==================== design 1
design_1/clk_routes.png
The bar under the picture is 50 um long.
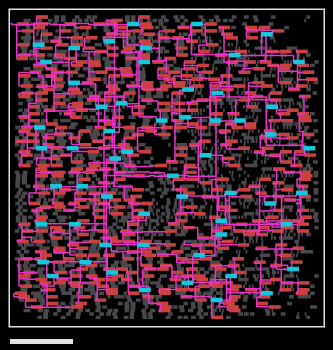

<file path="src/rtl/svc_rv_dmem_bus_align.sv">
// Retirement-aligned data-bus monitor: queues dmem transactions in MEM-stage order,
// captures BRAM read data after RD_LATENCY cycles, and replays each on rvfi_bus_* after retire.
module svc_rv_dmem_bus_align #(
    parameter int unsigned XLEN       = 32,
    parameter int unsigned DEPTH      = 4,
    parameter int unsigned RD_LATENCY = 1
) (
    input  logic            clk,
    input  logic            rst_n,
    input  logic            dmem_ren,
    input  logic [XLEN-1:0] dmem_raddr,
    input  logic [XLEN-1:0] dmem_rdata,
    input  logic            dmem_we,
    input  logic [XLEN-1:0] dmem_waddr,
    input  logic [XLEN-1:0] dmem_wdata,
    input  logic [3:0]      dmem_wstrb,
    input  logic            rvfi_valid,
    input  logic [3:0]      rvfi_mem_rmask,
    input  logic [3:0]      rvfi_mem_wmask,
    output logic            rvfi_bus_valid,
    output logic            rvfi_bus_insn,
    output logic            rvfi_bus_data,
    output logic            rvfi_bus_fault,
    output logic [XLEN-1:0] rvfi_bus_addr,
    output logic [3:0]      rvfi_bus_rmask,
    output logic [3:0]      rvfi_bus_wmask,
    output logic [XLEN-1:0] rvfi_bus_rdata,
    output logic [XLEN-1:0] rvfi_bus_wdata,
    output logic            align_err
);

    localparam int unsigned AW = $clog2(DEPTH);

    logic            r_is_wr [DEPTH];
    logic [XLEN-1:0] r_addr  [DEPTH];
    logic [XLEN-1:0] r_wdata [DEPTH];
    logic [XLEN-1:0] r_rdata [DEPTH];
    logic [3:0]      r_wstrb [DEPTH];
    logic            r_ready [DEPTH];
    logic [AW-1:0]   r_rptr;
    logic [AW-1:0]   r_wptr;
    logic [AW:0]     r_count;

    logic            r_pipe_vld [RD_LATENCY];
    logic [AW-1:0]   r_pipe_idx [RD_LATENCY];

    logic            r_bus_valid;
    logic [XLEN-1:0] r_bus_addr;
    logic [3:0]      r_bus_rmask;
    logic [3:0]      r_bus_wmask;
    logic [XLEN-1:0] r_bus_rdata;
    logic [XLEN-1:0] r_bus_wdata;
    logic            r_align_err;

    logic            w_full;
    logic            w_empty;
    logic            w_retire;
    logic            w_pop;
    logic            w_push;
    logic            w_push_ok;
    logic            w_fill_vld;
    logic [AW-1:0]   w_fill_idx;
    logic            w_fill_head;
    logic            w_head_wr;
    logic            w_head_ready;
    logic [XLEN-1:0] w_head_rdata;
    logic            w_mismatch;
    logic            w_err;
    logic [XLEN-1:0] w_raw_addr;
    logic [XLEN-1:0] w_push_addr;

    assign w_full      = (r_count == (AW+1)'(DEPTH));
    assign w_empty     = (r_count == '0);
    assign w_retire    = rvfi_valid & (|(rvfi_mem_rmask | rvfi_mem_wmask));
    assign w_pop       = w_retire & ~w_empty;
    assign w_push      = dmem_ren | dmem_we;
    assign w_push_ok   = w_push & (~w_full | w_pop);
    assign w_fill_vld  = r_pipe_vld[RD_LATENCY-1];
    assign w_fill_idx  = r_pipe_idx[RD_LATENCY-1];
    assign w_fill_head = w_fill_vld & (w_fill_idx == r_rptr);

    // A fill landing on the head in the pop cycle is forwarded straight to the output.
    assign w_head_wr    = r_is_wr[r_rptr];
    assign w_head_ready = r_ready[r_rptr] | w_fill_head;
    assign w_head_rdata = w_fill_head      ? dmem_rdata :
                          r_ready[r_rptr]  ? r_rdata[r_rptr] : '0;
    assign w_mismatch   = w_head_wr ? (rvfi_mem_wmask == 4'd0) : (rvfi_mem_rmask == 4'd0);

    assign w_err = (dmem_ren & dmem_we)
                 | (w_retire & w_empty)
                 | (w_pop & (~w_head_ready | w_mismatch))
                 | (w_push & w_full & ~w_pop);

    // Simultaneous read and write pushes the write only.
    assign w_raw_addr  = dmem_we ? dmem_waddr : dmem_raddr;
    assign w_push_addr = {w_raw_addr[XLEN-1:2], 2'b00};

    always_ff @(posedge clk or negedge rst_n) begin
        if (!rst_n) begin
            for (int unsigned i = 0; i < DEPTH; i++) begin
                r_is_wr[i] <= 1'b0;
                r_addr[i]  <= '0;
                r_wdata[i] <= '0;
                r_rdata[i] <= '0;
                r_wstrb[i] <= '0;
                r_ready[i] <= 1'b0;
            end
            r_rptr  <= '0;
            r_wptr  <= '0;
            r_count <= '0;
        end else begin
            if (w_fill_vld) begin
                r_rdata[w_fill_idx] <= dmem_rdata;
                r_ready[w_fill_idx] <= 1'b1;
            end
            // Push follows the fill so a slot reused in a full push+pop cycle takes the new entry.
            if (w_push_ok) begin
                r_is_wr[r_wptr] <= dmem_we;
                r_addr[r_wptr]  <= w_push_addr;
                r_wdata[r_wptr] <= dmem_wdata;
                r_wstrb[r_wptr] <= dmem_wstrb;
                r_rdata[r_wptr] <= '0;
                r_ready[r_wptr] <= dmem_we;
                r_wptr          <= r_wptr + 1'b1;
            end
            if (w_pop) begin
                r_rptr <= r_rptr + 1'b1;
            end
            case ({w_push_ok, w_pop})
                2'b10:   r_count <= r_count + 1'b1;
                2'b01:   r_count <= r_count - 1'b1;
                default: r_count <= r_count;
            endcase
        end
    end

    // In-flight fills for a popped entry are cancelled so a later reuse of the slot is untouched.
    always_ff @(posedge clk or negedge rst_n) begin
        if (!rst_n) begin
            for (int unsigned k = 0; k < RD_LATENCY; k++) begin
                r_pipe_vld[k] <= 1'b0;
                r_pipe_idx[k] <= '0;
            end
        end else begin
            r_pipe_vld[0] <= w_push_ok & ~dmem_we;
            r_pipe_idx[0] <= r_wptr;
            for (int unsigned k = 1; k < RD_LATENCY; k++) begin
                r_pipe_vld[k] <= r_pipe_vld[k-1] & ~(w_pop & (r_pipe_idx[k-1] == r_rptr));
                r_pipe_idx[k] <= r_pipe_idx[k-1];
            end
        end
    end

    always_ff @(posedge clk or negedge rst_n) begin
        if (!rst_n) begin
            r_bus_valid <= 1'b0;
            r_bus_addr  <= '0;
            r_bus_rmask <= '0;
            r_bus_wmask <= '0;
            r_bus_rdata <= '0;
            r_bus_wdata <= '0;
            r_align_err <= 1'b0;
        end else begin
            r_bus_valid <= w_pop;
            r_bus_addr  <= w_pop ? r_addr[r_rptr] : '0;
            r_bus_wmask <= (w_pop & w_head_wr)  ? r_wstrb[r_rptr] : '0;
            r_bus_wdata <= (w_pop & w_head_wr)  ? r_wdata[r_rptr] : '0;
            r_bus_rmask <= (w_pop & ~w_head_wr) ? rvfi_mem_rmask  : '0;
            r_bus_rdata <= (w_pop & ~w_head_wr) ? w_head_rdata    : '0;
            r_align_err <= r_align_err | w_err;
        end
    end

    assign rvfi_bus_valid = r_bus_valid;
    assign rvfi_bus_insn  = 1'b0;
    assign rvfi_bus_data  = r_bus_valid;
    assign rvfi_bus_fault = 1'b0;
    assign rvfi_bus_addr  = r_bus_addr;
    assign rvfi_bus_rmask = r_bus_rmask;
    assign rvfi_bus_wmask = r_bus_wmask;
    assign rvfi_bus_rdata = r_bus_rdata;
    assign rvfi_bus_wdata = r_bus_wdata;
    assign align_err      = r_align_err;

endmodule

</file>
<file path="config.mk">
export PLATFORM = sky130hd
export DESIGN_NAME = svc_rv_dmem_bus_align
export DESIGN_NICKNAME = d
export VERILOG_FILES = /design/src/rtl/svc_rv_dmem_bus_align.sv
export SDC_FILE = /design/constraint.sdc
export NUM_CORES = 1
export LEC_CHECK = 0
export CAP_MARGIN = 20
export CELL_PAD_IN_SITES_DETAIL_PLACEMENT = 1
export CELL_PAD_IN_SITES_GLOBAL_PLACEMENT = 2
export CORE_AREA = 3 3 244 246
export DETAILED_ROUTE_END_ITERATION = 10
export DIE_AREA = 0 0 247 249
export GPL_TIMING_DRIVEN = 0
export PLACE_DENSITY_LB_ADDON = 0.1
export SLEW_MARGIN = 0
export SYNTH_ARGS = -nofsm -noshare
export SYNTH_HDL_FRONTEND = slang
export SYNTH_SLANG_ARGS = --single-unit
</file>
<file path="constraint.sdc">
create_clock -name clk -period 2.8 [get_ports clk]
set_clock_uncertainty 0.2 [all_clocks]
set_input_delay 0.56 -clock clk [delete_from_list [all_inputs] [get_ports clk]]
set_output_delay 0.56 -clock clk [all_outputs]
set_load 0.02 [all_outputs]
</file>
==================== design 2
## src/rtl/core_bus_pkg.sv

```systemverilog
// Shared encodings for the 8088 bus unit: FSM states, access kinds and the
// value returned when a memory read is abandoned.
package core_bus_pkg;

  localparam logic [1:0] ST_DECODE = 2'd0;
  localparam logic [1:0] ST_MEM    = 2'd1;
  localparam logic [1:0] ST_PORT   = 2'd2;
  localparam logic [1:0] ST_PULSE  = 2'd3;

  typedef enum logic [1:0] {
    KIND_RD  = 2'd0,
    KIND_WR  = 2'd1,
    KIND_PRD = 2'd2,
    KIND_PWR = 2'd3
  } kind_e;

  localparam logic [7:0] FLOAT_DATA = 8'hFF;

  // Port write wins over port read, which wins over memory write; plain read otherwise.
  function automatic kind_e decode_kind(input logic we, input logic pr, input logic pw);
    kind_e k;
    if (pw)      k = KIND_PWR;
    else if (pr) k = KIND_PRD;
    else if (we) k = KIND_WR;
    else         k = KIND_RD;
    return k;
  endfunction

endpackage

```

## src/rtl/core_bus_if.sv

```systemverilog
// Bus bundle between the 8088 core, the bus unit, external memory and the port bus.
// slave = the bus unit's view; master = the surrounding core/memory/port side.
interface core_bus_if;
  logic [19:0] cpu_address;
  logic [7:0]  cpu_out;
  logic        cpu_we;
  logic        cpu_pr;
  logic        cpu_pw;
  logic [7:0]  cpu_in;
  logic        cpu_ce;

  logic [19:0] mem_address;
  logic [7:0]  mem_wdata;
  logic        mem_we;
  logic        mem_req;
  logic        mem_ack;
  logic [7:0]  mem_rdata;

  logic [15:0] port_address;
  logic [7:0]  port_wdata;
  logic        port_rd;
  logic        port_wr;
  logic [7:0]  port_rdata;

  modport slave (
    input  cpu_address, cpu_out, cpu_we, cpu_pr, cpu_pw,
    output cpu_in, cpu_ce,
    output mem_address, mem_wdata, mem_we, mem_req,
    input  mem_ack, mem_rdata,
    output port_address, port_wdata, port_rd, port_wr,
    input  port_rdata
  );

  modport master (
    output cpu_address, cpu_out, cpu_we, cpu_pr, cpu_pw,
    input  cpu_in, cpu_ce,
    input  mem_address, mem_wdata, mem_we, mem_req,
    output mem_ack, mem_rdata,
    input  port_address, port_wdata, port_rd, port_wr,
    output port_rdata
  );
endinterface

```

## src/rtl/core_bus.sv

```systemverilog
// Bus unit behind the 8088 core: runs one memory or port access per request,
// paces the core with a one-cycle cpu_ce pulse and caches the last byte read.
module core_bus
  import core_bus_pkg::*;
#(
  parameter int PORT_WAIT   = 2,
  parameter int MEM_TIMEOUT = 255
) (
  input  logic      clock,
  input  logic      reset_n,
  core_bus_if.slave bus
);

  localparam int TMO_W  = (MEM_TIMEOUT < 2) ? 1 : $clog2(MEM_TIMEOUT + 1);
  localparam int PCNT_W = (PORT_WAIT < 2) ? 1 : $clog2(PORT_WAIT);

  logic [1:0]        state_q, state_d;
  kind_e             kind_q, kind_d;
  logic [19:0]       addr_q, addr_d;
  logic [7:0]        wdata_q, wdata_d;
  logic [TMO_W-1:0]  tmo_q, tmo_d;
  logic [PCNT_W-1:0] pcnt_q, pcnt_d;
  logic [7:0]        cpu_in_q, cpu_in_d;

  logic              cache_valid_q, cache_valid_d;
  logic [19:0]       cache_tag_q, cache_tag_d;
  logic [7:0]        cache_data_q, cache_data_d;

  logic [TMO_W-1:0]  tmo_inc;
  logic              cache_hit;

  assign tmo_inc   = tmo_q + 1'b1;
  assign cache_hit = cache_valid_q && (cache_tag_q == bus.cpu_address);

  always_comb begin
    state_d       = state_q;
    kind_d        = kind_q;
    addr_d        = addr_q;
    wdata_d       = wdata_q;
    tmo_d         = tmo_q;
    pcnt_d        = pcnt_q;
    cpu_in_d      = cpu_in_q;
    cache_valid_d = cache_valid_q;
    cache_tag_d   = cache_tag_q;
    cache_data_d  = cache_data_q;

    case (state_q)
      ST_DECODE: begin
        kind_d  = decode_kind(bus.cpu_we, bus.cpu_pr, bus.cpu_pw);
        addr_d  = bus.cpu_address;
        wdata_d = bus.cpu_out;
        tmo_d   = '0;
        pcnt_d  = '0;
        if (kind_d == KIND_RD && cache_hit) begin
          cpu_in_d = cache_data_q;
          state_d  = ST_PULSE;
        end else if (kind_d == KIND_PRD || kind_d == KIND_PWR) begin
          state_d = ST_PORT;
        end else begin
          state_d = ST_MEM;
        end
      end

      ST_MEM: begin
        if (bus.mem_ack) begin
          state_d = ST_PULSE;
          tmo_d   = '0;
          if (kind_q == KIND_RD) begin
            cpu_in_d      = bus.mem_rdata;
            cache_valid_d = 1'b1;
            cache_tag_d   = addr_q;
            cache_data_d  = bus.mem_rdata;
          end else if (cache_tag_q == addr_q) begin
            cache_data_d = wdata_q;
          end
        end else if (tmo_inc == TMO_W'(MEM_TIMEOUT)) begin
          // Abandoned access: reads see a floating bus, writes vanish, cache untouched.
          state_d = ST_PULSE;
          tmo_d   = '0;
          if (kind_q == KIND_RD) cpu_in_d = FLOAT_DATA;
        end else begin
          tmo_d = tmo_inc;
        end
      end

      ST_PORT: begin
        if (pcnt_q == PCNT_W'(PORT_WAIT - 1)) begin
          state_d = ST_PULSE;
          if (kind_q == KIND_PRD) cpu_in_d = bus.port_rdata;
        end else begin
          pcnt_d = pcnt_q + 1'b1;
        end
      end

      ST_PULSE: state_d = ST_DECODE;

      default: state_d = ST_DECODE;
    endcase
  end

  always_ff @(posedge clock or negedge reset_n) begin
    if (!reset_n) begin
      state_q       <= ST_DECODE;
      kind_q        <= KIND_RD;
      addr_q        <= '0;
      wdata_q       <= '0;
      tmo_q         <= '0;
      pcnt_q        <= '0;
      cpu_in_q      <= '0;
      cache_valid_q <= 1'b0;
    end else begin
      state_q       <= state_d;
      kind_q        <= kind_d;
      addr_q        <= addr_d;
      wdata_q       <= wdata_d;
      tmo_q         <= tmo_d;
      pcnt_q        <= pcnt_d;
      cpu_in_q      <= cpu_in_d;
      cache_valid_q <= cache_valid_d;
    end
  end

  // Tag and data are only meaningful while cache_valid_q is set.
  always_ff @(posedge clock) begin
    cache_tag_q  <= cache_tag_d;
    cache_data_q <= cache_data_d;
  end

  // Strobes decode straight from state so an asynchronous reset drops them at once.
  assign bus.cpu_in       = cpu_in_q;
  assign bus.cpu_ce       = (state_q == ST_PULSE);
  assign bus.mem_address  = addr_q;
  assign bus.mem_wdata    = wdata_q;
  assign bus.mem_req      = (state_q == ST_MEM);
  assign bus.mem_we       = (state_q == ST_MEM) && (kind_q == KIND_WR);
  assign bus.port_address = addr_q[15:0];
  assign bus.port_wdata   = wdata_q;
  assign bus.port_rd      = (state_q == ST_PORT) && (kind_q == KIND_PRD);
  assign bus.port_wr      = (state_q == ST_PORT) && (kind_q == KIND_PWR);

endmodule

```

## src/flat_wrapper.sv

```systemverilog
// flat-port wrapper written by rule: the top's interface ports become plain ports
module core_bus_flat import core_bus_pkg::*;
#(
  parameter int PORT_WAIT   = 2,
  parameter int MEM_TIMEOUT = 255
)
  (clock, reset_n, bus_cpu_address, bus_cpu_out, bus_cpu_we, bus_cpu_pr, bus_cpu_pw, bus_cpu_in, bus_cpu_ce, bus_mem_address, bus_mem_wdata, bus_mem_we, bus_mem_req, bus_mem_ack, bus_mem_rdata, bus_port_address, bus_port_wdata, bus_port_rd, bus_port_wr, bus_port_rdata);
  core_bus_if bus_i ();
  input  logic clock;
  input  logic reset_n;
  input wire logic [$bits(bus_i.cpu_address)-1:0] bus_cpu_address;
  input wire logic [$bits(bus_i.cpu_out)-1:0] bus_cpu_out;
  input wire logic [$bits(bus_i.cpu_we)-1:0] bus_cpu_we;
  input wire logic [$bits(bus_i.cpu_pr)-1:0] bus_cpu_pr;
  input wire logic [$bits(bus_i.cpu_pw)-1:0] bus_cpu_pw;
  output wire logic [$bits(bus_i.cpu_in)-1:0] bus_cpu_in;
  output wire logic [$bits(bus_i.cpu_ce)-1:0] bus_cpu_ce;
  output wire logic [$bits(bus_i.mem_address)-1:0] bus_mem_address;
  output wire logic [$bits(bus_i.mem_wdata)-1:0] bus_mem_wdata;
  output wire logic [$bits(bus_i.mem_we)-1:0] bus_mem_we;
  output wire logic [$bits(bus_i.mem_req)-1:0] bus_mem_req;
  input wire logic [$bits(bus_i.mem_ack)-1:0] bus_mem_ack;
  input wire logic [$bits(bus_i.mem_rdata)-1:0] bus_mem_rdata;
  output wire logic [$bits(bus_i.port_address)-1:0] bus_port_address;
  output wire logic [$bits(bus_i.port_wdata)-1:0] bus_port_wdata;
  output wire logic [$bits(bus_i.port_rd)-1:0] bus_port_rd;
  output wire logic [$bits(bus_i.port_wr)-1:0] bus_port_wr;
  input wire logic [$bits(bus_i.port_rdata)-1:0] bus_port_rdata;
  assign bus_i.cpu_address = bus_cpu_address;
  assign bus_i.cpu_out = bus_cpu_out;
  assign bus_i.cpu_we = bus_cpu_we;
  assign bus_i.cpu_pr = bus_cpu_pr;
  assign bus_i.cpu_pw = bus_cpu_pw;
  assign bus_cpu_in = bus_i.cpu_in;
  assign bus_cpu_ce = bus_i.cpu_ce;
  assign bus_mem_address = bus_i.mem_address;
  assign bus_mem_wdata = bus_i.mem_wdata;
  assign bus_mem_we = bus_i.mem_we;
  assign bus_mem_req = bus_i.mem_req;
  assign bus_i.mem_ack = bus_mem_ack;
  assign bus_i.mem_rdata = bus_mem_rdata;
  assign bus_port_address = bus_i.port_address;
  assign bus_port_wdata = bus_i.port_wdata;
  assign bus_port_rd = bus_i.port_rd;
  assign bus_port_wr = bus_i.port_wr;
  assign bus_i.port_rdata = bus_port_rdata;
  core_bus #(.PORT_WAIT(PORT_WAIT), .MEM_TIMEOUT(MEM_TIMEOUT)) u_core (.clock(clock), .reset_n(reset_n), .bus(bus_i));
endmodule
```

## config.mk

```make
export PLATFORM = sky130hd
export DESIGN_NAME = core_bus_flat
export DESIGN_NICKNAME = d
export VERILOG_FILES = /design/src/rtl/core_bus_pkg.sv /design/src/rtl/core_bus_if.sv /design/src/rtl/core_bus.sv /design/src/flat_wrapper.sv
export SDC_FILE = /design/constraint.sdc
export NUM_CORES = 1
export LEC_CHECK = 0
export CORE_ASPECT_RATIO = 0.5
export CORE_MARGIN = 2
export CORE_UTILIZATION = 52
export DETAILED_ROUTE_END_ITERATION = 8
export PLACE_DENSITY = 0.91
export SLEW_MARGIN = 20
export SYNTH_ARGS = -nofsm -noshare
export SYNTH_HDL_FRONTEND = slang
export SYNTH_SLANG_ARGS = --single-unit
```

## constraint.sdc

```tcl
create_clock -name clock -period 3.65 [get_ports clock]
set_clock_uncertainty 0.05 [all_clocks]
set_input_delay 0.73 -clock clock [delete_from_list [all_inputs] [get_ports clock]]
set_output_delay 0.73 -clock clock [all_outputs]
set_load 0.05 [all_outputs]
```

==================== design 3
**src/rtl/shift_pkg.sv**
```systemverilog
// shift_pkg: shared operation encodings for universal_shift and its controllers.
// Contents: MODE_* constants for the 2-bit mode select, plus a mode type alias.
// Drivers of `mode` should use these names rather than raw literals.
package shift_pkg;

  typedef logic [1:0] shift_mode_t;

  localparam shift_mode_t MODE_HOLD = 2'b00;
  localparam shift_mode_t MODE_SHR  = 2'b01;
  localparam shift_mode_t MODE_SHL  = 2'b10;
  localparam shift_mode_t MODE_LOAD = 2'b11;

endpackage

```
**src/rtl/shift_counter.sv**
```systemverilog
// shift_counter: modulo-WIDTH shift counter that flags the WIDTH-th shift.
// Ports: clk, clear (async active-high), inc (a shift happens this edge),
//        rst_cnt (synchronous return to 0, wins over inc), wrap (comb: inc at count WIDTH-1).
module shift_counter #(
  parameter int WIDTH = 4
) (
  input  logic clk,
  input  logic clear,
  input  logic inc,
  input  logic rst_cnt,
  output logic wrap
);

  localparam int CW = $clog2(WIDTH);
  localparam logic [CW-1:0] LAST = CW'(WIDTH - 1);

  logic [CW-1:0] cnt_d, cnt_q;

  // Wrap is combinational so the top can register the strobe on the same edge
  // that returns the count to zero.
  assign wrap = inc && (cnt_q == LAST);

  always_comb begin
    cnt_d = cnt_q;
    if (rst_cnt) begin
      cnt_d = '0;
    end else if (inc) begin
      // Explicit wrap keeps non-power-of-two widths modulo WIDTH.
      cnt_d = wrap ? '0 : cnt_q + CW'(1);
    end
  end

  always_ff @(posedge clk or posedge clear) begin
    if (clear) cnt_q <= '0;
    else       cnt_q <= cnt_d;
  end

endmodule

```
**src/rtl/universal_shift.sv**
```systemverilog
// universal_shift: WIDTH-bit hold / shift right / shift left / load register with rotate.
// Ports: clk, clear (async active-high), mode, rotate, si_r, si_l, D in;
//        A (contents), so_r = A[0], so_l = A[WIDTH-1], frame_done (one-cycle strobe per WIDTH shifts).
module universal_shift
  import shift_pkg::*;
#(
  parameter int WIDTH = 4
) (
  input  logic             clk,
  input  logic             clear,
  input  logic [1:0]       mode,
  input  logic             rotate,
  input  logic             si_r,
  input  logic             si_l,
  input  logic [WIDTH-1:0] D,
  output logic [WIDTH-1:0] A,
  output logic             so_r,
  output logic             so_l,
  output logic             frame_done
);

  logic [WIDTH-1:0] a_d, a_q;
  logic             frame_done_d, frame_done_q;
  logic             shift_en;
  logic             load_en;
  logic             wrap;

  always_comb begin
    a_d      = a_q;
    shift_en = 1'b0;
    load_en  = 1'b0;
    case (mode)
      MODE_SHR: begin
        a_d      = {(rotate ? a_q[0] : si_r), a_q[WIDTH-1:1]};
        shift_en = 1'b1;
      end
      MODE_SHL: begin
        a_d      = {a_q[WIDTH-2:0], (rotate ? a_q[WIDTH-1] : si_l)};
        shift_en = 1'b1;
      end
      MODE_LOAD: begin
        a_d     = D;
        load_en = 1'b1;
      end
      default: begin
      end
    endcase
  end

  shift_counter #(.WIDTH(WIDTH)) u_cnt (
    .clk     (clk),
    .clear   (clear),
    .inc     (shift_en),
    .rst_cnt (load_en),
    .wrap    (wrap)
  );

  // wrap is only ever high on a shift edge, so hold and load drop the strobe.
  assign frame_done_d = wrap;

  always_ff @(posedge clk or posedge clear) begin
    if (clear) begin
      a_q          <= '0;
      frame_done_q <= 1'b0;
    end else begin
      a_q          <= a_d;
      frame_done_q <= frame_done_d;
    end
  end

  assign A          = a_q;
  assign so_r       = a_q[0];
  assign so_l       = a_q[WIDTH-1];
  assign frame_done = frame_done_q;

endmodule

```
**config.mk**
```make
export PLATFORM = sky130hd
export DESIGN_NAME = universal_shift
export DESIGN_NICKNAME = d
export VERILOG_FILES = /design/src/rtl/shift_pkg.sv /design/src/rtl/shift_counter.sv /design/src/rtl/universal_shift.sv
export SDC_FILE = /design/constraint.sdc
export NUM_CORES = 1
export LEC_CHECK = 0
export ABC_AREA = 0
export CORE_ASPECT_RATIO = 0.8
export CORE_UTILIZATION = 25
export CTS_CLUSTER_DIAMETER = 50
export CTS_CLUSTER_SIZE = 40
export DETAILED_ROUTE_END_ITERATION = 10
export DONT_BUFFER_PORTS = 1
export GPL_TIMING_DRIVEN = 0
export SLEW_MARGIN = 20
export SYNTH_ARGS = -nofsm -noshare
export SYNTH_HDL_FRONTEND = slang
export SYNTH_SLANG_ARGS = --single-unit
export TNS_END_PERCENT = 20
```
**constraint.sdc**
```tcl
create_clock -name clk -period 1.05 [get_ports clk]
set_input_delay 0.105 -clock clk [delete_from_list [all_inputs] [get_ports clk]]
set_output_delay 0.105 -clock clk [all_outputs]
set_load 0.02 [all_outputs]
```
==================== design 4
$ cat src/rtl/wb_queue.sv
// wb_queue: write-back buffer between the execute stage and the register file.
// Accepted writes drain in order, one per cycle while the register file is not stalled.
// Pending writes, including the one in the output register, are forwarded to two read ports.
// Optional feature macro: WBQ_ZERO_DROP_EN. When it is defined, writes to register 0 are
// accepted but discarded, and reads of register 0 never get a forwarding hit.
module wb_queue #(
    parameter int unsigned DEPTH = 4,
    parameter int unsigned DW    = 32,
    parameter int unsigned AW    = 5
) (
    input  logic                     clk,
    input  logic                     rst,
    input  logic                     in_valid,
    input  logic [AW-1:0]            in_rd,
    input  logic [DW-1:0]            in_data,
    output logic                     in_ready,
    input  logic                     rf_stall,
    output logic                     rf_en,
    output logic                     rf_rw,
    output logic [AW-1:0]            rf_rd,
    output logic [DW-1:0]            rf_data,
    input  logic [AW-1:0]            byp_rs1,
    input  logic [AW-1:0]            byp_rs2,
    output logic                     byp_hit1,
    output logic                     byp_hit2,
    output logic [DW-1:0]            byp_data1,
    output logic [DW-1:0]            byp_data2,
    output logic [$clog2(DEPTH):0]   count,
    output logic                     empty
);

    localparam int unsigned PW = $clog2(DEPTH);
    localparam int unsigned CW = PW + 1;

    logic [PW-1:0] wr_ptr;
    logic [PW-1:0] rd_ptr;
    logic [AW-1:0] mem_rd   [DEPTH];
    logic [DW-1:0] mem_data [DEPTH];

    logic push_c;
    logic pop_c;
    logic enq_c;
    logic keep_c;

    // Queue status, derived from the occupancy count alone
    assign empty    = (count == '0);
    assign in_ready = (count < CW'(DEPTH));

    // Handshake decode
    assign push_c = in_valid & in_ready;
    assign pop_c  = ~empty & ~rf_stall;
`ifdef WBQ_ZERO_DROP_EN
    assign keep_c = (in_rd != '0);
`else
    assign keep_c = 1'b1;
`endif
    assign enq_c  = push_c & keep_c;

    // Occupancy and pointers; power-of-two depth lets the pointers wrap naturally
    always_ff @(posedge clk or negedge rst) begin
        if (!rst) begin
            wr_ptr <= '0;
            rd_ptr <= '0;
            count  <= '0;
        end else begin
            if (enq_c) wr_ptr <= wr_ptr + PW'(1);
            if (pop_c) rd_ptr <= rd_ptr + PW'(1);
            case ({enq_c, pop_c})
                2'b10:   count <= count + CW'(1);
                2'b01:   count <= count - CW'(1);
                default: count <= count;
            endcase
        end
    end

    // Entry storage; validity is implied by the pointers and count
    always_ff @(posedge clk or negedge rst) begin
        if (!rst) begin
            for (int i = 0; i < int'(DEPTH); i++) begin
                mem_rd[i]   <= '0;
                mem_data[i] <= '0;
            end
        end else if (enq_c) begin
            mem_rd[wr_ptr]   <= in_rd;
            mem_data[wr_ptr] <= in_data;
        end
    end

    // Output register: one-cycle write strobe per popped entry, address/data held otherwise
    always_ff @(posedge clk or negedge rst) begin
        if (!rst) begin
            rf_rw   <= 1'b0;
            rf_en   <= 1'b0;
            rf_rd   <= '0;
            rf_data <= '0;
        end else begin
            rf_rw <= pop_c;
            rf_en <= pop_c;
            if (pop_c) begin
                rf_rd   <= mem_rd[rd_ptr];
                rf_data <= mem_data[rd_ptr];
            end
        end
    end

    // Forwarding lookup: scan oldest to newest so the newest match wins,
    // with the output register as the lowest-priority source
    function automatic logic [DW:0] byp_lookup(input logic [AW-1:0] rs);
        logic          hit;
        logic [DW-1:0] data;
        logic [PW-1:0] idx;
        hit  = rf_rw && (rf_rd == rs);
        data = rf_data;
        for (int i = 0; i < int'(DEPTH); i++) begin
            idx = rd_ptr + PW'(i);
            if ((CW'(i) < count) && (mem_rd[idx] == rs)) begin
                hit  = 1'b1;
                data = mem_data[idx];
            end
        end
`ifdef WBQ_ZERO_DROP_EN
        if (rs == '0) hit = 1'b0;
`endif
        if (!hit) data = '0;
        return {hit, data};
    endfunction

    // Combinational bypass for both read ports
    always_comb begin
        {byp_hit1, byp_data1} = byp_lookup(byp_rs1);
        {byp_hit2, byp_data2} = byp_lookup(byp_rs2);
    end

endmodule

$ cat config.mk
export PLATFORM = sky130hd
export DESIGN_NAME = wb_queue
export DESIGN_NICKNAME = d
export VERILOG_FILES = /design/src/rtl/wb_queue.sv
export SDC_FILE = /design/constraint.sdc
export NUM_CORES = 1
export LEC_CHECK = 0
export CAP_MARGIN = 20
export CORE_MARGIN = 2
export CORE_UTILIZATION = 35
export DETAILED_ROUTE_END_ITERATION = 8
export DONT_BUFFER_PORTS = 1
export GPL_TIMING_DRIVEN = 1
export HOLD_SLACK_MARGIN = 0.03
export PLACE_DENSITY = 0.62
export SYNTH_ARGS = -nofsm -noshare
export SYNTH_HDL_FRONTEND = slang
export SYNTH_SLANG_ARGS = --single-unit
$ cat constraint.sdc
create_clock -name clk -period 4.6 [get_ports clk]
set_clock_uncertainty 0.2 [all_clocks]
set_input_delay 1.38 -clock clk [delete_from_list [all_inputs] [get_ports clk]]
set_output_delay 1.38 -clock clk [all_outputs]
set_load 0.05 [all_outputs]
design_3/clk_routes.png
The bar under the picture is 20 um long.
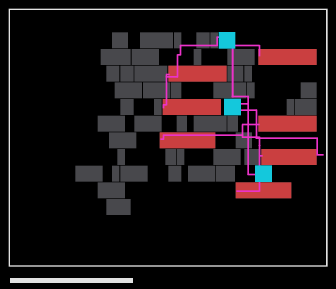
Magenta is clock wires, length 117 um. Red is flip-flops, count 7. Cyan is clock drivers, count 3.
There are 4 routed clock nets.

==> results.py, design 3 <==
# Physical implementation metrics
metrics = {
    "outcome": {
        "outcome": "finished clean",
    },
    "clock_tree": {
        "cts_sinks": 7,
        "clk_pin_slew_ps": 50,
        "cts_setup_buffers": 0,
        "cts_made_buffers": 3,
    },
    "route": {
        "ant_nets": 0,
        "routed-wl-met2_um": 487,
    },
    "global_routing": {
        "grt_use_total_pct": 11.1,
        "use_met3_pct": 3.66,
        "grt_max_degree": 11,
        "grt_pass1_wl_um": 1740,
        "grt_use_met1_pct": 14.6,
    },
    "final_timing": {
        "worst_pin_slew_ps": 343,
        "rsz0062_at_grt": "true",
        "finClkSkew_ps": 0.564,
        "relSlewSlack_pct": 77.2,
    },
    "floorplan": {
        "core.rowCount": 13,
        "die_w_um": 51.6,
        "coreArea_mm2": 0.00172,
    },
    "yosys": {
        "mux_area_share_pct": 2.29,
        "syn_area_um2": 492,
        "ys_seq_share_pct": 35.6,
        "yosys.area_share.simple_pct": 17.3,
        "yosys-top-cells-area": "dfrtp_1 (36%), ha_1 (13%), nand2b_1 (5.1%)",
    },
    "setup_path": {
        "arrival_ps": 1160,
        "crit_path_max_incr_delay_ps": 480,
    },
    "finish": {
        "syn_to_final_growth_pct": 24.2,
    },
}
-- design 3: worst paths after layout --
path	from	end	slack [ps]	cells after the start
max	A[0]	A[3]	20	2
min	D[1]	A[1]	110	2
max reg2reg	A[0]	A[3]	20	2
min reg2reg	u_cnt.cnt_q[1]	u_cnt.cnt_q[1]	500	2
max in group asynchronous	clear	A[2]	610	2
min in group asynchronous	clear	u_cnt.cnt_q[1]	220	2
-- design 3: logic make-up after synthesis --
group | after synthesis
AOI/OAI and AO/OA | 11
adders and majority gates | 5
buffers and inverters | 8
DFF | 7
muxes | 1
and+or+nand+nor | 16
-- design 3: metrics by stage --
step                hold WS, ps
detailed placement        -56.0
global placement          -63.1
global route                124
floorplan                 -91.6
finish                      110
CTS                         143
-- design 3: area by class of cell --
type | count | area [um2]
fill | 181 | 1110
multi-input combinational | 33 | 313
sequential | 7 | 180
buffer | 4 | 31.3
tap | 22 | 27.5
clock buffer | 4 | 26.3
timing repair buffer | 2 | 17.5
inverter | 4 | 15.0
-- design 3: critical path, delay by kind of cell, from the launching register on --
kind               cells  cell delay (ps)
DFF                    1              480
AOI/OAI and AO/OA      2              430
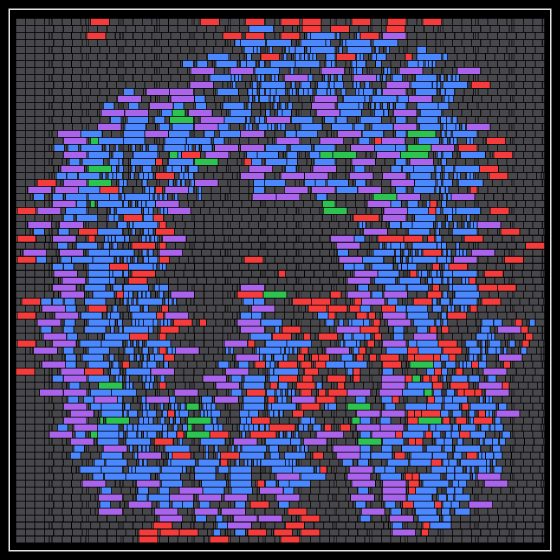
design_4/placement_by_type.png
Fill, decap, tap and diode cells in gray.
Purple is flops, cells 193. Blue is combinational and other logic, cells 1006. Green is clock drivers and dummy loads, cells 32. Red is other buffers and delay cells, cells 227.

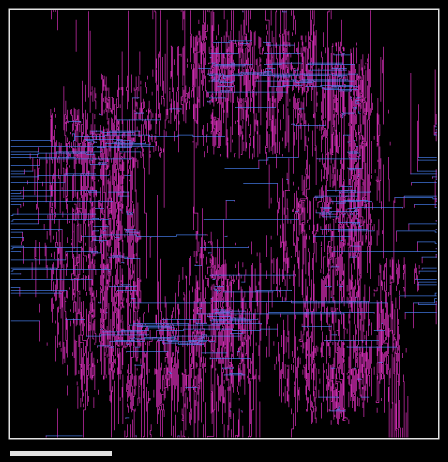
design_4/wires.png
The bar under the picture is 50 um long. Two of the layers only.
Magenta is metal 2, wire length 24.5 mm. Blue is metal 3, wire length 3960 um.

==> results.py, design 4 <==
# Physical implementation metrics
metrics = {
    "floorplan": {
        "taps": 539,
        "fp_util_pct": 35.4,
    },
    "job": {
        "warnings": 37,
    },
    "final_timing": {
        "rsz0062_at_grt": "true",
        "post-route-min-period_ps": 5180,
        "max_freq_mhz": 193,
        "tns_ps": -33890,
        "setup-violations-final": 66,
        "final.setup.worst_slack_ps": -581,
    },
    "yosys": {
        "yosys_cells": 1350,
        "synthArstFlopShare_pct": 100,
        "syn_inst": 1350,
        "yosysChipArea_mm2": 0.0149,
        "syn_area_mm2": 0.0149,
    },
    "route": {
        "avgViaCountPerCell": 6.33,
        "wire_per_inst_um": 25.4,
        "drc": 0,
    },
    "placed_design": {
        "dp.cells": 1914,
    },
    "outcome": {
        "outcome": "complete, but fails checks",
        "violations": "negative setup slack",
    },
    "finish": {
        "comb_cells": 996,
        "logic_area_mm2": 0.0105,
        "nets": 1505,
        "largest_reg_flops": 128,
        "diodes": 0,
        "inverters": 10,
        "sh_seq_area_pct": 24.3,
    },
    "clock_tree": {
        "cts_setup_buffers": 41,
        "cts_max_level": 4,
    },
    "setup_path": {
        "crit_start": "rd_ptr[0]",
        "arrival_ps": 3600,
    },
}
[design 4: cell families after synthesis]
logic type,after synthesis,share of synthesized area [%]
adder cells (fa/ha/maj),9,0.758
AND/OR/NAND/NOR,435,12.9
multiplexers,297,33.9
AND-OR/OR-AND,199,11.7
flip-flops,193,32.5
XOR/XNOR,56,3.30
buffers and inverters,161,4.97
[design 4: worst max-delay path: stages (launching register included)]
cell and delay, ps:
dfrtp_4 490, buf_6 140, mux4_2 560, xnor2_1 290, and4_4 330, buf_4 140
buf_12 130, nand3_1 80, a311o_1 400, a311oi_4 380, buf_12 190
[design 4: metal layers]
layer / track usage, % / part of all wire, % / up-vias
li1: - / - / 5387
met1: 29.6 / 40 / 6551
met2: 38.1 / 48 / 585
met3: 5.35 / 7.8 / 120
met4: 9.02 / 3.6 / 0
met5: 0 / 0 / -
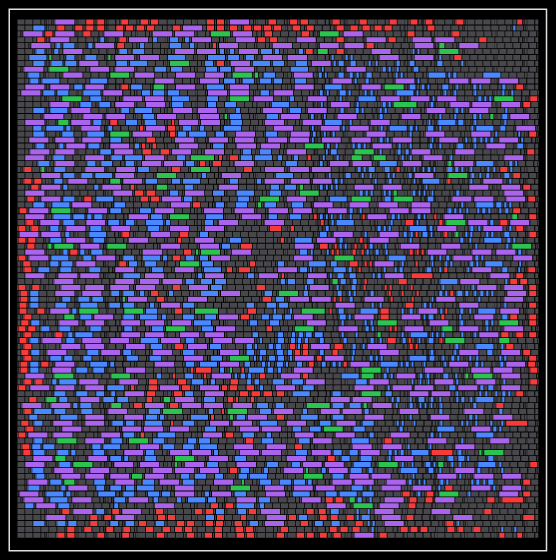
design_1/placement_by_type.png
Fill, decap, tap and diode cells in gray.
Red is other buffers and delay cells, cells 382. Blue is combinational and other logic, cells 1010. Green is clock drivers and dummy loads, cells 107. Purple is flops, cells 514.
cell area after layout: 0.0287 mm2
sequential share of cell area: 44.8%
fin util: 49.9%
FP Rows: 88

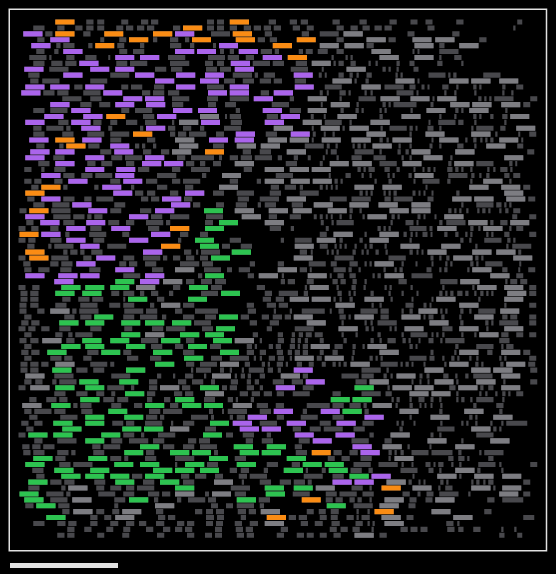
design_1/flops_by_reg.png
The bar under the picture is 50 um long.
Green is `r_addr`, placed flops 120. Orange is `rvfi_bus_wdata`, placed flops 32. Purple is `r_wdata`, placed flops 128.
Another 234 sequential cells are not colored.

Notes on design_1/clk_routes.png above:
Red is flip-flops, count 514. Magenta is clock wires, length 7170 um. Cyan is clock drivers, count 57.
Position of the flops: all over the die.
Worst-Skew Late Latency: 610 ps

==> results.py, design 1 <==
# Physical implementation metrics
metrics = {
    "final_timing": {
        "setup-violations-final": 231,
        "finalHoldViolations": 100,
        "hold_slack_ps": -238,
        "final.setup.worst_slack_ps": -94.2,
    },
    "setup_path": {
        "path_common_cell": "buf_4",
    },
    "outcome": {
        "violations": "negative hold slack, negative setup slack",
        "outcome": "complete, but fails checks",
    },
    "finish": {
        "nets": 2115,
    },
    "global_routing": {
        "grt_use_total_pct": 21.2,
    },
    "clock_tree": {
        "cts_tree": "built",
    },
    "route": {
        "dr_wl_met3_um": 2570,
    },
    "yosys": {
        "synth_adder_area_share_pct": 0.305,
        "yosysChipArea_mm2": 0.0229,
    },
    "placed_design": {
        "io_buffers": 245,
    },
}
-- design 1: final timing paths --
check,startpoint,endpoint,slack [ps],cells after the start
max in group asynchronous,rst_n,r_addr[22],600,4
setup / recovery,rvfi_mem_rmask[0],r_addr[74],-90,10
hold / removal,rst_n,rvfi_bus_rdata[6],-240,1
setup reg to reg,r_rptr[1],rvfi_bus_wdata[10],120,5
min in group clk,r_wptr[0],r_pipe_idx[0],250,0
hold reg to reg,r_wptr[0],r_pipe_idx[0],250,0
-- design 1: cell type report --
cell class,instances,share of cell area [%]
Buffer,122,2.95
Clock buffer,81,5.77
Clock inverter,26,1.02
Inverter,13,0.170
Multi-Input combinational cell,997,32.7
Sequential cell,514,44.8
Tap cell,765,3.33
Timing Repair Buffer,260,9.26
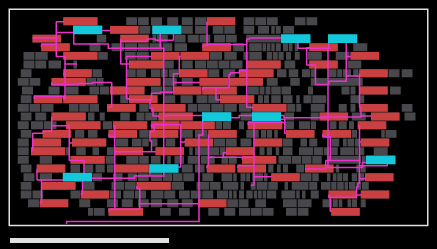
design_2/clk_routes.png
The bar under the picture is 50 um long.
Cyan is clock drivers, count 9. Magenta is clock wires, length 1040 um. Red is flip-flops, count 78.
There are 10 routed clock nets.

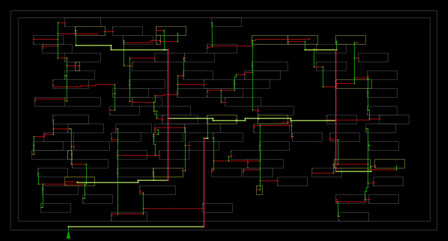
design_2/clocks.png
clock buf count: 12
Worst-Skew Late Latency: 340 ps
total CTS buffers: 9
total clock sinks: 78

==> results.py, design 2 <==
# Physical implementation metrics
metrics = {
    "outcome": {
        "outcome": "finished clean",
    },
    "yosys": {
        "post-synth-top-count-cell": "dfrtp_1",
        "ys_types": 52,
        "edf_count": 28,
        "synth.largest_area_cell": "dfrtp_1",
    },
    "setup_path": {
        "critical_path_class": "flip-flop to output port",
        "worstPathMaxFanout": 21,
        "r2r_end": "u_core.tmo_q[7]",
        "rr_startpoint": "u_core.state_q[1]",
    },
    "route": {
        "avgViaCountPerCell": 5.47,
        "ant_nets": 0,
        "drt_iter0_drc": 202,
        "drc": 0,
        "highest_layer": "met4",
        "wire_per_inst_um": 17.6,
    },
    "floorplan": {
        "die_w_um": 131,
        "dieArea_mm2": 0.00883,
    },
    "finish": {
        "clk_share_pct": 5.97,
        "comb_cells": 222,
        "finalCoreUtilization_pct": 70.1,
        "lay_top_cells": "clkdlybuf4s50_1 (113), dfrtp_1 (50), mux2_2 (36), xor2_1 (36), edfxtp_1 (28)",
    },
    "worst_hold_path": {
        "hold_end": "u_core.cache_valid_q",
    },
    "clock_tree": {
        "cts_max_level": 3,
        "cts_buffer_depth": 2,
    },
    "job": {
        "warnings": 30,
    },
    "global_routing": {
        "antenna_found_initial": 0,
        "grt_max_degree": 41,
    },
}
-- design 2: flip-flops by register name, summed over array words and instances (netlist names) --
signal / count
u_core.bus.mem_address: 20
u_core.tmo_q: 8
u_core.bus.mem_wdata: 8
u_core.bus.cpu_in: 8
u_core.cache_data_q: 8
u_core.state_q: 2
u_core.kind_q: 2
u_core.cache_tag_q: 20
u_core.cache_valid_q: 1
u_core.pcnt_q: 1
-- design 2: metrics by stage --
stage | setup slack, ps | instances | hold WS, ps
final | 380 | 558 | 425
after global routing | 287 | 558 | 435
after CTS | 374 | 558 | 421
after detailed placement | 688 | 542 | 405
after global placement | 738 | 542 | 402
after floorplan | 903 | 350 | 376
-- design 2: logic make-up (layout without fill, tap and decap cells) --
kind of cell	after synthesis	after routing	share of synthesized area (%)
simple gates	64	64	8.97
compound gates	72	72	12.6
xor+xnor	42	42	8.79
flops	78	78	50.0
fa+ha+maj	6	6	1.79
mux	38	38	10.2
buf+inv	50	146	7.68
-- design 2: critical path: stages (launching register included) --
cell and delay (ps):
dfrtp_1 420, inv_1 100, ha_1 590, and3b_1 240
clkdlybuf4s50_1 800


## Gallery

Clock routing.
Plate I
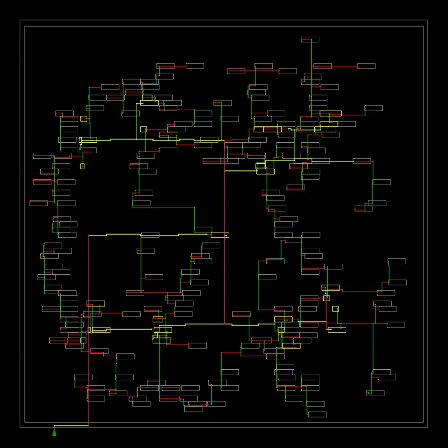
Plate II
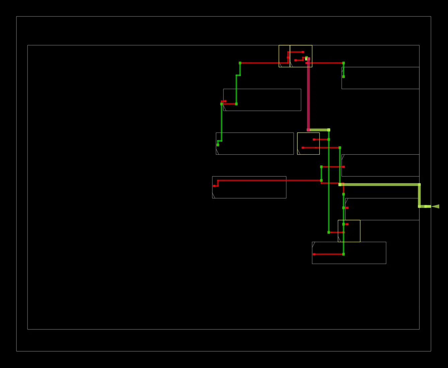
Plate III
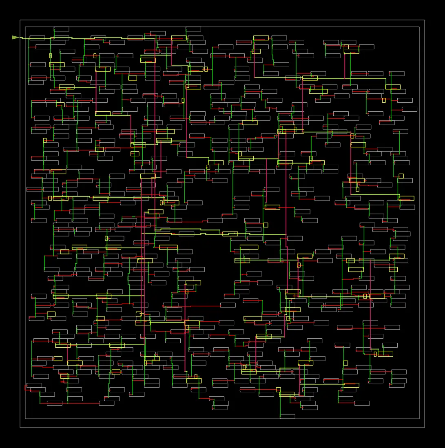
design 3 -> Plate II
design 1 -> Plate III
design 4 -> Plate I
Of these, fewest sequential cells: Plate II
Of these, fewest clock buffers: Plate II


==> notes/layouts.md <==
Pictures saved along the way, in no particular order.

Routed metal, one color a layer.
image #1
The bar under the picture is 50 um long. Two of the layers only.
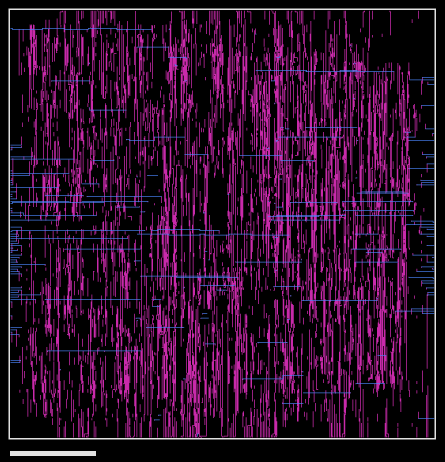
image #2
The bar under the picture is 50 um long. Two of the layers only.
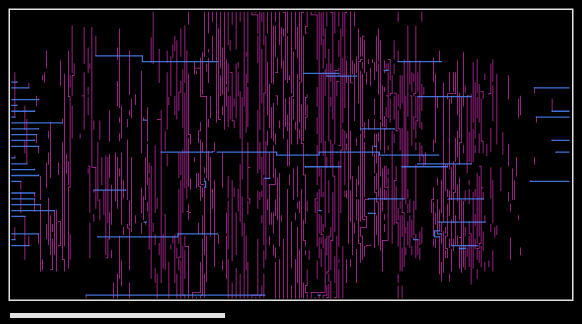
image #3
The bar under the picture is 20 um long. Two of the layers only.
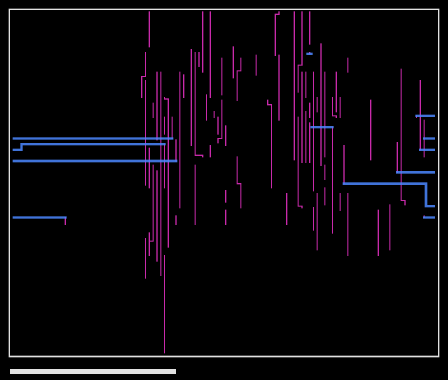
Of these, least wire: image #3
Of these, smallest die: image #3
- image #2 = design 2
- image #1 = design 1
- image #3 = design 3

